# block 1

Figure 1. Cell sizes after repair (block 1).
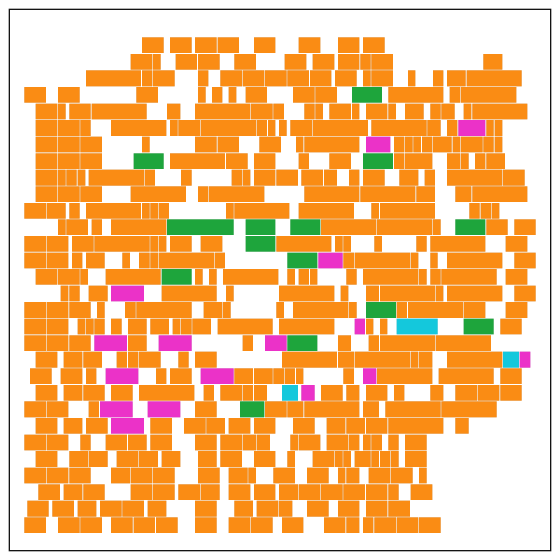

--- config.mk ---
export PLATFORM = sky130hd
export DESIGN_NAME = layer_priority_mixer
export DESIGN_NICKNAME = d
export VERILOG_FILES = /design/src/rtl/layer_priority_mixer.sv
export SDC_FILE = /design/constraint.sdc
export NUM_CORES = 1
export LEC_CHECK = 0
export CAP_MARGIN = 40
export CORE_MARGIN = 2
export CORE_UTILIZATION = 42
export DETAILED_ROUTE_END_ITERATION = 8
export PLACE_DENSITY = 0.86
export SYNTH_ARGS = -nofsm -noshare
export SYNTH_HDL_FRONTEND = slang
export SYNTH_SLANG_ARGS = --single-unit
--- constraint.sdc ---
create_clock -name clk -period 4.29 [get_ports clk]
set_input_delay 0.429 -clock clk [delete_from_list [all_inputs] [get_ports clk]]
set_output_delay 0.429 -clock clk [all_outputs]
set_load 0.02 [all_outputs]
--- src/rtl/layer_priority_mixer.sv ---
// layer_priority_mixer: N-layer priority pixel compositor with frame-synced screen select and hit blink.
// Latency: fixed 2 clk from pixel inputs to rgb_out/hit_layer/hit_valid; one pixel per clk.
// Backpressure: none; the pixel stream never stalls. Build option: COLOR_KEY_EN makes KEY_RGB transparent.
module layer_priority_mixer #(
    parameter int               LAYERS       = 8,
    parameter int               RGB_W        = 12,
    parameter logic [RGB_W-1:0] KEY_RGB      = RGB_W'(12'hF0F),
    parameter int               FLASH_FRAMES = 32,
    parameter int               BLINK_FRAMES = 4
) (
    input  logic                      clk,
    input  logic                      rst,
    input  logic                      frame_start,
    input  logic                      blank,
    input  logic [1:0]                mode,
    input  logic [LAYERS-1:0]         layer_en,
    input  logic [LAYERS*RGB_W-1:0]   layer_rgb,
    input  logic [RGB_W-1:0]          bg_rgb,
    input  logic [RGB_W-1:0]          start_rgb,
    input  logic [RGB_W-1:0]          end_rgb,
    input  logic                      flash_req,
    output logic [RGB_W-1:0]          rgb_out,
    output logic [$clog2(LAYERS)-1:0] hit_layer,
    output logic                      hit_valid,
    output logic                      flash_active
);

    localparam int IDX_W = $clog2(LAYERS);
    localparam logic [7:0] LAST_FRAME = 8'(FLASH_FRAMES - 1);
    localparam logic [7:0] BLINK_DIV  = 8'(BLINK_FRAMES);

    // With the key disabled the comparator term folds to a constant and disappears.
`ifdef COLOR_KEY_EN
    localparam logic KEY_EN = 1'b1;
`else
    localparam logic KEY_EN = 1'b0;
`endif

    typedef enum logic {
        IDLE  = 1'b0,
        FLASH = 1'b1
    } state_t;

    state_t            state;
    logic [7:0]        frame_cnt;
    logic [7:0]        blink_idx;
    logic              blink_off;
    logic [1:0]        mode_q;

    logic [LAYERS-1:0] opaque;
    logic [IDX_W-1:0]  win_idx;
    logic [RGB_W-1:0]  win_rgb;
    logic              any_opaque;
    logic [RGB_W-1:0]  base_rgb;

    logic [IDX_W-1:0]  idx_s1;
    logic [RGB_W-1:0]  rgb_s1;
    logic              any_s1;
    logic              blank_s1;
    logic              play_s1;
    logic [RGB_W-1:0]  base_s1;

    // Screen select only changes on the frame boundary so a frame is never split between screens.
    always_ff @(posedge clk or negedge rst) begin
        if (!rst) begin
            mode_q <= 2'd0;
        end else if (frame_start) begin
            mode_q <= mode;
        end
    end

    // Flash sequencer: counts frames since the last hit; a new hit always restarts the count.
    always_ff @(posedge clk or negedge rst) begin
        if (!rst) begin
            state        <= IDLE;
            frame_cnt    <= 8'd0;
            flash_active <= 1'b0;
        end else begin
            case (state)
                IDLE: begin
                    if (flash_req) begin
                        state        <= FLASH;
                        frame_cnt    <= 8'd0;
                        flash_active <= 1'b1;
                    end
                end
                FLASH: begin
                    if (flash_req) begin
                        frame_cnt <= 8'd0;
                    end else if (frame_start) begin
                        if (frame_cnt == LAST_FRAME) begin
                            state        <= IDLE;
                            frame_cnt    <= 8'd0;
                            flash_active <= 1'b0;
                        end else begin
                            frame_cnt <= frame_cnt + 8'd1;
                        end
                    end
                end
                default: begin
                    state        <= IDLE;
                    frame_cnt    <= 8'd0;
                    flash_active <= 1'b0;
                end
            endcase
        end
    end

    // Player is hidden during odd blink half-periods; frame_cnt only moves at frame_start.
    assign blink_idx = frame_cnt / BLINK_DIV;
    assign blink_off = (state == FLASH) & blink_idx[0];

    // Per-layer opacity: coverage, player blink mask, optional colour key.
    always_comb begin
        opaque = '0;
        for (int i = 0; i < LAYERS; i++) begin
            opaque[i] = layer_en[i]
                      & ~((i == 0) & blink_off)
                      & (~KEY_EN | (layer_rgb[i*RGB_W +: RGB_W] != KEY_RGB));
        end
    end

    // Priority select: scanning from the lowest priority upward leaves the lowest opaque index.
    always_comb begin
        win_idx    = '0;
        win_rgb    = '0;
        any_opaque = 1'b0;
        for (int i = LAYERS - 1; i >= 0; i--) begin
            if (opaque[i]) begin
                win_idx    = IDX_W'(i);
                win_rgb    = layer_rgb[i*RGB_W +: RGB_W];
                any_opaque = 1'b1;
            end
        end
    end

    // Base pixel for the current screen; the reserved mode shows black.
    always_comb begin
        case (mode_q)
            2'd0:    base_rgb = start_rgb;
            2'd1:    base_rgb = bg_rgb;
            2'd2:    base_rgb = end_rgb;
            default: base_rgb = '0;
        endcase
    end

    // Stage 1: register the winner and base; the play flag travels with the pixel so both
    // stages agree on the mode even when mode_q changes between them.
    always_ff @(posedge clk or negedge rst) begin
        if (!rst) begin
            idx_s1   <= '0;
            rgb_s1   <= '0;
            any_s1   <= 1'b0;
            blank_s1 <= 1'b0;
            play_s1  <= 1'b0;
            base_s1  <= '0;
        end else begin
            idx_s1   <= win_idx;
            rgb_s1   <= win_rgb;
            any_s1   <= any_opaque;
            blank_s1 <= blank;
            play_s1  <= (mode_q == 2'd1);
            base_s1  <= base_rgb;
        end
    end

    // Stage 2: final composite; layers only count on the play screen and blanking forces black.
    always_ff @(posedge clk or negedge rst) begin
        if (!rst) begin
            rgb_out   <= '0;
            hit_layer <= '0;
            hit_valid <= 1'b0;
        end else begin
            if (blank_s1) begin
                rgb_out   <= '0;
                hit_layer <= '0;
                hit_valid <= 1'b0;
            end else if (play_s1 && any_s1) begin
                rgb_out   <= rgb_s1;
                hit_layer <= idx_s1;
                hit_valid <= 1'b1;
            end else begin
                rgb_out   <= base_s1;
                hit_layer <= '0;
                hit_valid <= 1'b0;
            end
        end
    end

endmodule

# block 2

--- src/rtl/snake_pkg.sv ---
// Shared encodings for the snake direction controller:
// directions, parser states and PS/2 scancodes.
package snake_pkg;

  typedef enum logic [1:0] {
    DIR_UP    = 2'b00,
    DIR_DOWN  = 2'b01,
    DIR_LEFT  = 2'b10,
    DIR_RIGHT = 2'b11
  } dir_t;

  typedef enum logic [1:0] {
    PS_IDLE,
    PS_EXT,
    PS_BRK,
    PS_EXT_BRK
  } ps_state_t;

  localparam logic [7:0] SC_EXT   = 8'hE0;
  localparam logic [7:0] SC_BRK   = 8'hF0;
  localparam logic [7:0] SC_W     = 8'h1D;
  localparam logic [7:0] SC_S     = 8'h1B;
  localparam logic [7:0] SC_A     = 8'h1C;
  localparam logic [7:0] SC_D     = 8'h23;
  localparam logic [7:0] SC_SPACE = 8'h29;
  localparam logic [7:0] SC_UP    = 8'h75;
  localparam logic [7:0] SC_DOWN  = 8'h72;
  localparam logic [7:0] SC_LEFT  = 8'h6B;
  localparam logic [7:0] SC_RIGHT = 8'h74;

  function automatic logic [1:0] rev_dir(
    input logic [1:0] d
  );
    return {d[1], ~d[0]};
  endfunction

endpackage

--- src/rtl/ps2_scan_decoder.sv ---
// PS/2 scancode parser: tracks E0/F0 prefixes and
// emits one-cycle direction and pause requests.
module ps2_scan_decoder
  import snake_pkg::*;
(
  input  logic       CLK,
  input  logic       rstn,
  input  logic       clr,
  input  logic [7:0] keycode,
  input  logic       newkeyStrobe,
  output logic       dir_req,
  output logic [1:0] dir_code,
  output logic       pause_req
);

  ps_state_t st;

  logic mk_hit;
  logic ex_hit;
  logic sp_hit;
  dir_t mk_dir;
  dir_t ex_dir;

  always_comb begin
    mk_hit = 1'b1;
    mk_dir = DIR_UP;
    unique case (1'b1)
      (keycode == SC_W): mk_dir = DIR_UP;
      (keycode == SC_S): mk_dir = DIR_DOWN;
      (keycode == SC_A): mk_dir = DIR_LEFT;
      (keycode == SC_D): mk_dir = DIR_RIGHT;
      default:           mk_hit = 1'b0;
    endcase
  end

  always_comb begin
    ex_hit = 1'b1;
    ex_dir = DIR_UP;
    unique case (1'b1)
      (keycode == SC_UP):    ex_dir = DIR_UP;
      (keycode == SC_DOWN):  ex_dir = DIR_DOWN;
      (keycode == SC_LEFT):  ex_dir = DIR_LEFT;
      (keycode == SC_RIGHT): ex_dir = DIR_RIGHT;
      default:               ex_hit = 1'b0;
    endcase
  end

  assign sp_hit = (keycode == SC_SPACE);

  always_ff @(posedge CLK or negedge rstn) begin
    if (!rstn) begin
      st        <= PS_IDLE;
      dir_req   <= 1'b0;
      dir_code  <= DIR_UP;
      pause_req <= 1'b0;
    end else begin
      dir_req   <= 1'b0;
      pause_req <= 1'b0;
      if (clr) begin
        st <= PS_IDLE;
      end else if (newkeyStrobe) begin
        unique case (st)
          PS_IDLE: begin
            if (keycode == SC_EXT) begin
              st <= PS_EXT;
            end else if (keycode == SC_BRK) begin
              st <= PS_BRK;
            end else begin
              dir_req   <= mk_hit;
              dir_code  <= mk_dir;
              pause_req <= sp_hit;
            end
          end
          PS_EXT: begin
            if (keycode == SC_BRK) begin
              st <= PS_EXT_BRK;
            end else begin
              st       <= PS_IDLE;
              dir_req  <= ex_hit;
              dir_code <= ex_dir;
            end
          end
          // release byte after F0: swallowed
          default: st <= PS_IDLE;
        endcase
      end
    end
  end

endmodule

--- src/rtl/snake_dir_controller.sv ---
// Snake direction controller: keyboard direction queue,
// tick-driven direction updates and pause handling.
module snake_dir_controller
  import snake_pkg::*;
#(
  parameter int unsigned QDEPTH   = 2,
  parameter logic [1:0]  INIT_DIR = 2'b11
) (
  input  logic       CLK,
  input  logic       rstn,
  input  logic [7:0] keycode,
  input  logic       newkeyStrobe,
  input  logic       game_tick,
  input  logic       game_over,
  output logic [1:0] dir,
  output logic       dir_valid,
  output logic       paused,
  output logic [2:0] q_count
);

  logic       dir_req;
  logic [1:0] dir_code;
  logic       pause_req;

  ps2_scan_decoder u_dec (
    .CLK          (CLK),
    .rstn         (rstn),
    .clr          (game_over),
    .keycode      (keycode),
    .newkeyStrobe (newkeyStrobe),
    .dir_req      (dir_req),
    .dir_code     (dir_code),
    .pause_req    (pause_req)
  );

  logic [1:0] q  [QDEPTH];
  logic [1:0] qn [QDEPTH];
  logic [2:0] cnt;
  logic [2:0] cnt_n;
  logic [1:0] refd;
  logic       full;
  logic       pop;
  logic       push;
  logic       tick_ok;

  // reference is the newest queued entry, else the live direction
  always_comb begin
    refd = dir;
    for (int i = 0; i < QDEPTH; i++) begin
      if (cnt == 3'(i + 1)) refd = q[i];
    end
  end

  assign full    = (cnt == 3'(QDEPTH));
  assign tick_ok = game_tick && !paused && !game_over;
  assign pop     = tick_ok && (cnt != 3'd0);
  assign push    = dir_req && !paused && !game_over &&
                   (dir_code != refd) &&
                   (dir_code != rev_dir(refd)) &&
                   (!full || pop);

  always_comb begin
    cnt_n = cnt;
    for (int i = 0; i < QDEPTH; i++) qn[i] = q[i];
    if (pop) begin
      for (int i = 0; i < QDEPTH - 1; i++) qn[i] = q[i + 1];
      qn[QDEPTH-1] = 2'b00;
      cnt_n = cnt - 3'd1;
    end
    if (push) begin
      for (int i = 0; i < QDEPTH; i++) begin
        if (cnt_n == 3'(i)) qn[i] = dir_code;
      end
      cnt_n = cnt_n + 3'd1;
    end
  end

  always_ff @(posedge CLK or negedge rstn) begin
    if (!rstn) begin
      for (int i = 0; i < QDEPTH; i++) q[i] <= 2'b00;
      cnt       <= 3'd0;
      dir       <= INIT_DIR;
      dir_valid <= 1'b0;
      paused    <= 1'b0;
    end else if (game_over) begin
      for (int i = 0; i < QDEPTH; i++) q[i] <= 2'b00;
      cnt       <= 3'd0;
      dir       <= INIT_DIR;
      dir_valid <= 1'b0;
      paused    <= 1'b0;
    end else begin
      for (int i = 0; i < QDEPTH; i++) q[i] <= qn[i];
      cnt       <= cnt_n;
      dir_valid <= tick_ok;
      if (pop) dir <= q[0];
      if (pause_req) paused <= !paused;
    end
  end

  assign q_count = cnt;

endmodule

--- config.mk ---
export PLATFORM = sky130hd
export DESIGN_NAME = snake_dir_controller
export DESIGN_NICKNAME = d
export VERILOG_FILES = /design/src/rtl/snake_pkg.sv /design/src/rtl/ps2_scan_decoder.sv /design/src/rtl/snake_dir_controller.sv
export SDC_FILE = /design/constraint.sdc
export NUM_CORES = 1
export LEC_CHECK = 0
export CAP_MARGIN = 10
export CORE_MARGIN = 10
export CORE_UTILIZATION = 53
export DETAILED_ROUTE_END_ITERATION = 7
export GPL_ROUTABILITY_DRIVEN = 0
export PLACE_DENSITY = 0.85
export SLEW_MARGIN = 20
export SYNTH_ARGS = -nofsm -noshare
export SYNTH_HDL_FRONTEND = slang
export SYNTH_SLANG_ARGS = --single-unit
--- constraint.sdc ---
create_clock -name CLK -period 2.6 [get_ports CLK]
set_input_delay 0.26 -clock CLK [delete_from_list [all_inputs] [get_ports CLK]]
set_output_delay 0.26 -clock CLK [all_outputs]
set_load 0.02 [all_outputs]
# block 3

==> config.mk <==
export PLATFORM = sky130hd
export DESIGN_NAME = bram_stream_reader
export DESIGN_NICKNAME = d
export VERILOG_FILES = /design/src/rtl/bram_stream_reader.sv
export SDC_FILE = /design/constraint.sdc
export NUM_CORES = 1
export LEC_CHECK = 0
export CORE_ASPECT_RATIO = 0.75
export CORE_MARGIN = 2
export CORE_UTILIZATION = 49
export DETAILED_ROUTE_END_ITERATION = 8
export GPL_TIMING_DRIVEN = 0
export PLACE_DENSITY = 0.91
export SETUP_SLACK_MARGIN = 0.15
export SLEW_MARGIN = 20
export SYNTH_ARGS = -nofsm -noshare
export SYNTH_HDL_FRONTEND = slang
export SYNTH_SLANG_ARGS = --single-unit
==> constraint.sdc <==
create_clock -name clk -period 5.23 [get_ports clk]
set_clock_uncertainty 0.2 [all_clocks]
set_input_delay 1.3075 -clock clk [delete_from_list [all_inputs] [get_ports clk]]
set_output_delay 1.3075 -clock clk [all_outputs]
set_load 0.02 [all_outputs]
==> src/rtl/bram_stream_reader.sv <==
// Read sequencer for a single-port block RAM: walks a wrap-around address range
// and streams the words out on valid/ready through a 2-entry skid buffer.
module bram_stream_reader #(
  parameter int ADDR_WIDTH = 12,
  parameter int DATA_WIDTH = 32,
  parameter int DEPTH      = 64
) (
  input  logic                  clk,
  input  logic                  rst,
  input  logic                  start,
  input  logic [ADDR_WIDTH:0]   base_addr,
  input  logic [ADDR_WIDTH:0]   length,
  output logic                  busy,
  output logic                  done,
  output logic                  ram_we,
  output logic [DATA_WIDTH-1:0] ram_di,
  output logic [ADDR_WIDTH:0]   ram_addr,
  input  logic [DATA_WIDTH-1:0] ram_dout,
  output logic [DATA_WIDTH-1:0] m_data,
  output logic                  m_valid,
  input  logic                  m_ready,
  output logic                  m_last
);

  localparam int AW = ADDR_WIDTH + 1;

  typedef enum logic [1:0] {
    S_IDLE  = 2'd0,
    S_RUN   = 2'd1,
    S_DRAIN = 2'd2
  } state_t;

  state_t                state_r, state_next_s;
  logic [AW-1:0]         addr_r;
  logic [AW-1:0]         hold_r;
  logic [AW-1:0]         rem_r;
  logic                  inflight_r;
  logic                  inflight_last_r;
  logic                  done_r;
  logic [DATA_WIDTH-1:0] fifo_dat_r [2];
  logic                  fifo_last_r [2];
  logic                  rd_ptr_r;
  logic                  wr_ptr_r;
  logic [1:0]            count_r;

  logic                  pop_s;
  logic                  push_s;
  logic                  issue_s;
  logic                  accept_s;
  logic                  done_next_s;
  logic                  head_last_s;
  logic [2:0]            occ_s;
  logic [2:0]            lim_s;
  logic [AW-1:0]         ram_addr_s;
  logic [AW-1:0]         addr_inc_s;

  assign ram_we   = 1'b0;
  assign ram_di   = {DATA_WIDTH{1'b0}};
  assign ram_addr = ram_addr_s;
  assign busy     = (state_r != S_IDLE);
  assign done     = done_r;
  assign m_valid  = (count_r != 2'd0);
  assign m_data   = fifo_dat_r[rd_ptr_r];
  assign m_last   = m_valid & head_last_s;

  // Issue decision, address walk and FSM next state
  always_comb begin
    state_next_s = state_r;
    head_last_s  = fifo_last_r[rd_ptr_r];
    pop_s        = m_valid & m_ready;
    push_s       = inflight_r;
    accept_s     = (state_r == S_IDLE) & start & ~done_r;
    // A read issued now lands one cycle later; keep room for it even if nothing pops then.
    occ_s        = {1'b0, count_r} + {2'b00, inflight_r};
    lim_s        = 3'd2 + {2'b00, pop_s};
    issue_s      = (state_r == S_RUN) && (rem_r != {AW{1'b0}}) && (occ_s < lim_s);
    if (addr_r == AW'(DEPTH - 1)) begin
      addr_inc_s = {AW{1'b0}};
    end else begin
      addr_inc_s = addr_r + AW'(1);
    end
    if (issue_s) begin
      ram_addr_s = addr_r;
    end else begin
      ram_addr_s = hold_r;
    end
    done_next_s = 1'b0;
    case (state_r)
      S_IDLE: begin
        if (accept_s) begin
          if (length != {AW{1'b0}}) begin
            state_next_s = S_RUN;
          end else begin
            done_next_s = 1'b1;
          end
        end else begin
          state_next_s = S_IDLE;
        end
      end
      S_RUN: begin
        if (issue_s && (rem_r == AW'(1))) begin
          state_next_s = S_DRAIN;
        end else begin
          state_next_s = S_RUN;
        end
      end
      S_DRAIN: begin
        if (pop_s && head_last_s) begin
          state_next_s = S_IDLE;
          done_next_s  = 1'b1;
        end else begin
          state_next_s = S_DRAIN;
        end
      end
      default: begin
        state_next_s = S_IDLE;
      end
    endcase
  end

  // Control registers: FSM, address/remaining counters, read pipeline tracking
  always_ff @(posedge clk or posedge rst) begin
    if (rst) begin
      state_r         <= S_IDLE;
      addr_r          <= {AW{1'b0}};
      hold_r          <= {AW{1'b0}};
      rem_r           <= {AW{1'b0}};
      inflight_r      <= 1'b0;
      inflight_last_r <= 1'b0;
      done_r          <= 1'b0;
    end else begin
      state_r         <= state_next_s;
      hold_r          <= ram_addr_s;
      inflight_r      <= issue_s;
      inflight_last_r <= issue_s & (rem_r == AW'(1));
      done_r          <= done_next_s;
      if (accept_s) begin
        addr_r <= base_addr;
        rem_r  <= length;
      end else if (issue_s) begin
        addr_r <= addr_inc_s;
        rem_r  <= rem_r - AW'(1);
      end
    end
  end

  // Two-entry output buffer; the RAM word is captured unconditionally one cycle after issue
  always_ff @(posedge clk or posedge rst) begin
    if (rst) begin
      for (int i = 0; i < 2; i++) begin
        fifo_dat_r[i]  <= {DATA_WIDTH{1'b0}};
        fifo_last_r[i] <= 1'b0;
      end
      rd_ptr_r <= 1'b0;
      wr_ptr_r <= 1'b0;
      count_r  <= 2'd0;
    end else begin
      if (push_s) begin
        fifo_dat_r[wr_ptr_r]  <= ram_dout;
        fifo_last_r[wr_ptr_r] <= inflight_last_r;
        wr_ptr_r              <= ~wr_ptr_r;
      end
      if (pop_s) begin
        rd_ptr_r <= ~rd_ptr_r;
      end
      case ({push_s, pop_s})
        2'b10:   count_r <= count_r + 2'd1;
        2'b01:   count_r <= count_r - 2'd1;
        default: count_r <= count_r;
      endcase
    end
  end

endmodule


==> screenshots <==
Placed cells, one color a class.
shot_01.png
The bar under the picture is 50 µm long. Fill, decap, tap and diode cells in gray.
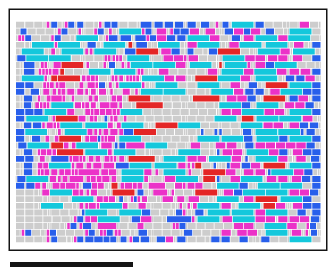
shot_02.png
The bar under the picture is 20 µm long. Fill, decap, tap and diode cells in gray.
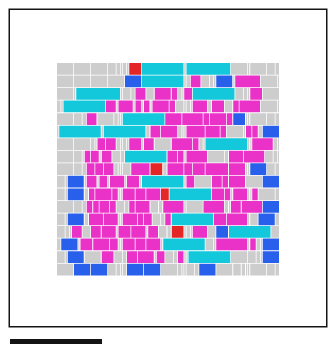
shot_03.png
The bar under the picture is 20 µm long. Fill, decap, tap and diode cells in gray.
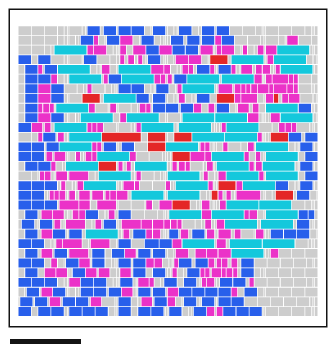
- shot_01.png = block 3
- shot_03.png = block 1
- shot_02.png = block 2

Key to shot_03.png:
clock drivers and dummy loads -> red  # cells 15
combinational and other logic -> magenta  # cells 228
sequential cells -> cyan  # cells 58
remaining buffers and delay cells -> blue  # cells 166

Figure 2. Clock wiring as the flow saved it (block 3).
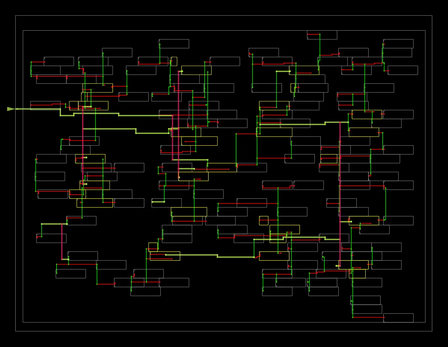
Late-Pin Clk Latency: 0.41 ns
clock sinks: 114

Figure 3. Cell sizes after repair (block 3).
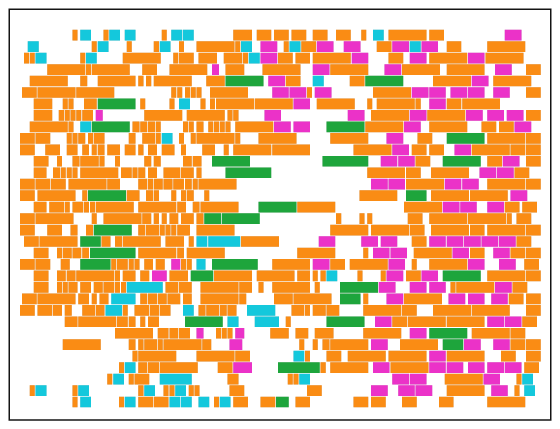
_2 cells -> magenta  # cells 106, share 16%
_6 and larger -> green  # cells 30, share 4.5%
_0 and _1 cells -> orange  # cells 479, share 72%
_3 and _4 cells -> cyan  # cells 47, share 7.1%

==> impl_metrics.toml, block 3 <==
# generated from flow reports
[status]
status = "finished, final reports clean"

[floorplan]
fp-row-count = 33
ios = 144
nWellTaps = 140

[grt]
grt_pass1_vias = 4674
grt_max_degree = 59

[yosys]
common_cells = "dfrtp_1, mux2_2, nand2_1"
edf_count = 0
async_flop_share = 1.00

[cts]
clkTransAtPathRegs_ns = 0.05
post-cts-setup-buffer-count = 1

[timing]
slew_violations = 0
layout_setup_ws_ns = 0.233

[pwr]
power.density_nw_per_um2 = 738
total_power_w = 0.00572

[routing]
drt_pass1_iterations = 4
wl_per_cell_um = 17.2

[setup_path]
cp.required_ns = 3.72

[worst_hold_path]
min_path_type = "reg2reg"
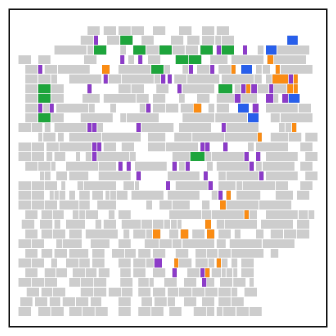
Figure 4: block 1, selected gate families.
xor and xnor cells -> blue  # cells 6, where upper right
nor cells -> orange  # cells 22
mux cells -> green  # cells 14
nand cells -> purple  # cells 51

Notes on Figure 1 above:
_0 and _1 cells -> orange  # cells 434, share 93%
_3 and _4 cells -> cyan  # cells 3, share 0.64%
_6 and larger -> green  # cells 14, share 3.0%
_2 cells -> magenta  # cells 16, share 3.4%

==> impl_metrics.toml, block 1 <==
# generated from flow reports
[routing]
drcViolationCount = 0
drt_pass1_iterations = 4
vias_per_cell = 5.45

[pwr]
p_leak_nw = 2.03

[timing]
clock_skew_ns = 0.00408
slew_headroom = 0.422
worst_slew_pin_slew_ns = 0.864
final-setup-viol-count = 0

[setup_path]
r2r_slack_ns = 2.32
crit_slowest_cell = "clkdlybuf4s50_1"
crit_type = "in2reg"

[status]
status = "finished, final reports clean"

[grt]
grt_pass1_wl_um = 14600

[final_layout]
layout.cells.most_common = "clkdlybuf4s50_1"

[yosys]
synth.cellmix.simpleShare = 0.124
Figure 5. Selected gate families (block 2).
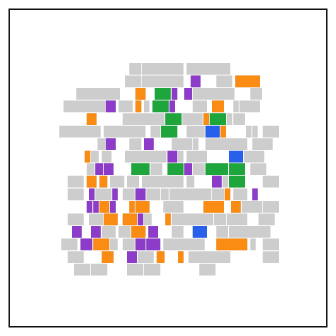
mux cells -> green  # cells 10, where center
nor cells -> orange  # cells 25
xor and xnor cells -> blue  # cells 3
nand cells -> purple  # cells 27

Figure 6. Clock wiring as the flow saved it (block 2).
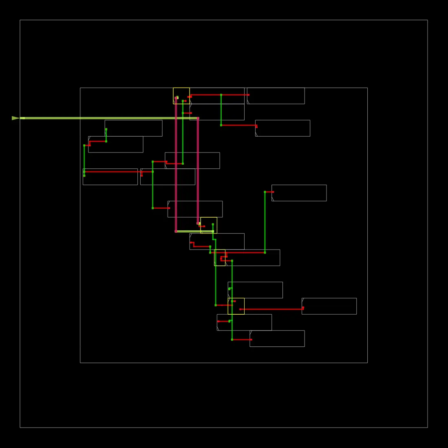
clock buffers: 3
worst-case clock skew: 0.00362 ns
Late-Pin Clk Latency: 0.29 ns

==> impl_metrics.toml, block 2 <==
# generated from flow reports
[pwr]
pwr-share-clk = 0.293
power.internal_w = 0.000360
comb_power_share = 0.147
p_leak_nw = 0.632

[final_layout]
buffers = 21
largest_class = "multi-input combinational cells"
syn_to_final_growth_pct = 20.3
comb_share = 0.514
final_cell_mix = "clkdlybuf4s50_1, dfrtp_1, nand2b_1"
stdcell_count = 180

[timing]
final-setup-viol-count = 0
layout_setup_ws_ns = 0.385

[floorplan]
initCoreUtil = 0.559

[yosys]
yosysChipArea_um2 = 1250
ys_seq_elements = 17
common_cells = "dfrtp_1, nand2b_1, inv_1, nand2_1"
fa_ha_area_frac = 0.0702

[setup_path]
reg2reg_from = "q_count[0]"
cp-end-kind = "register"
rr_worst_depth = 7
crit_family = "multiplexers"

[grt]
grt_pass1_vias = 988
overflow = 0

[cts]
clock_path_buffers = 2

[status]
status = "finished, final reports clean"


## Gallery

Signal wires on met2.
picture 1
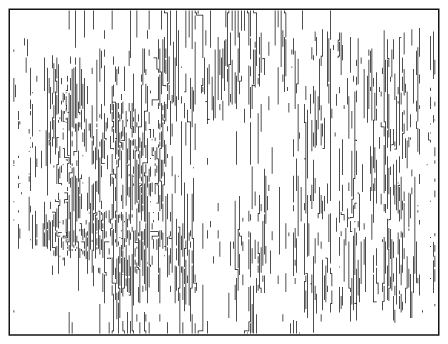
picture 2
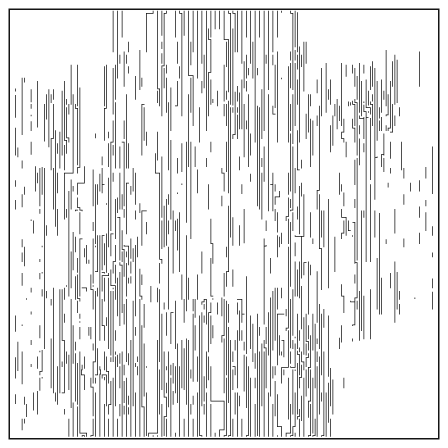
picture 3
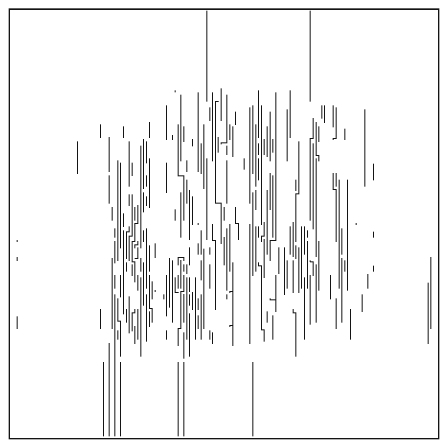
picture 3 -> block 2
picture 1 -> block 3
picture 2 -> block 1

Key to picture 2:
longest straight run = 37.4 µm
share of all routed wire = 55%
main direction = vertical

Power figures rest on the tool's default switching activity, not on a simulated workload.
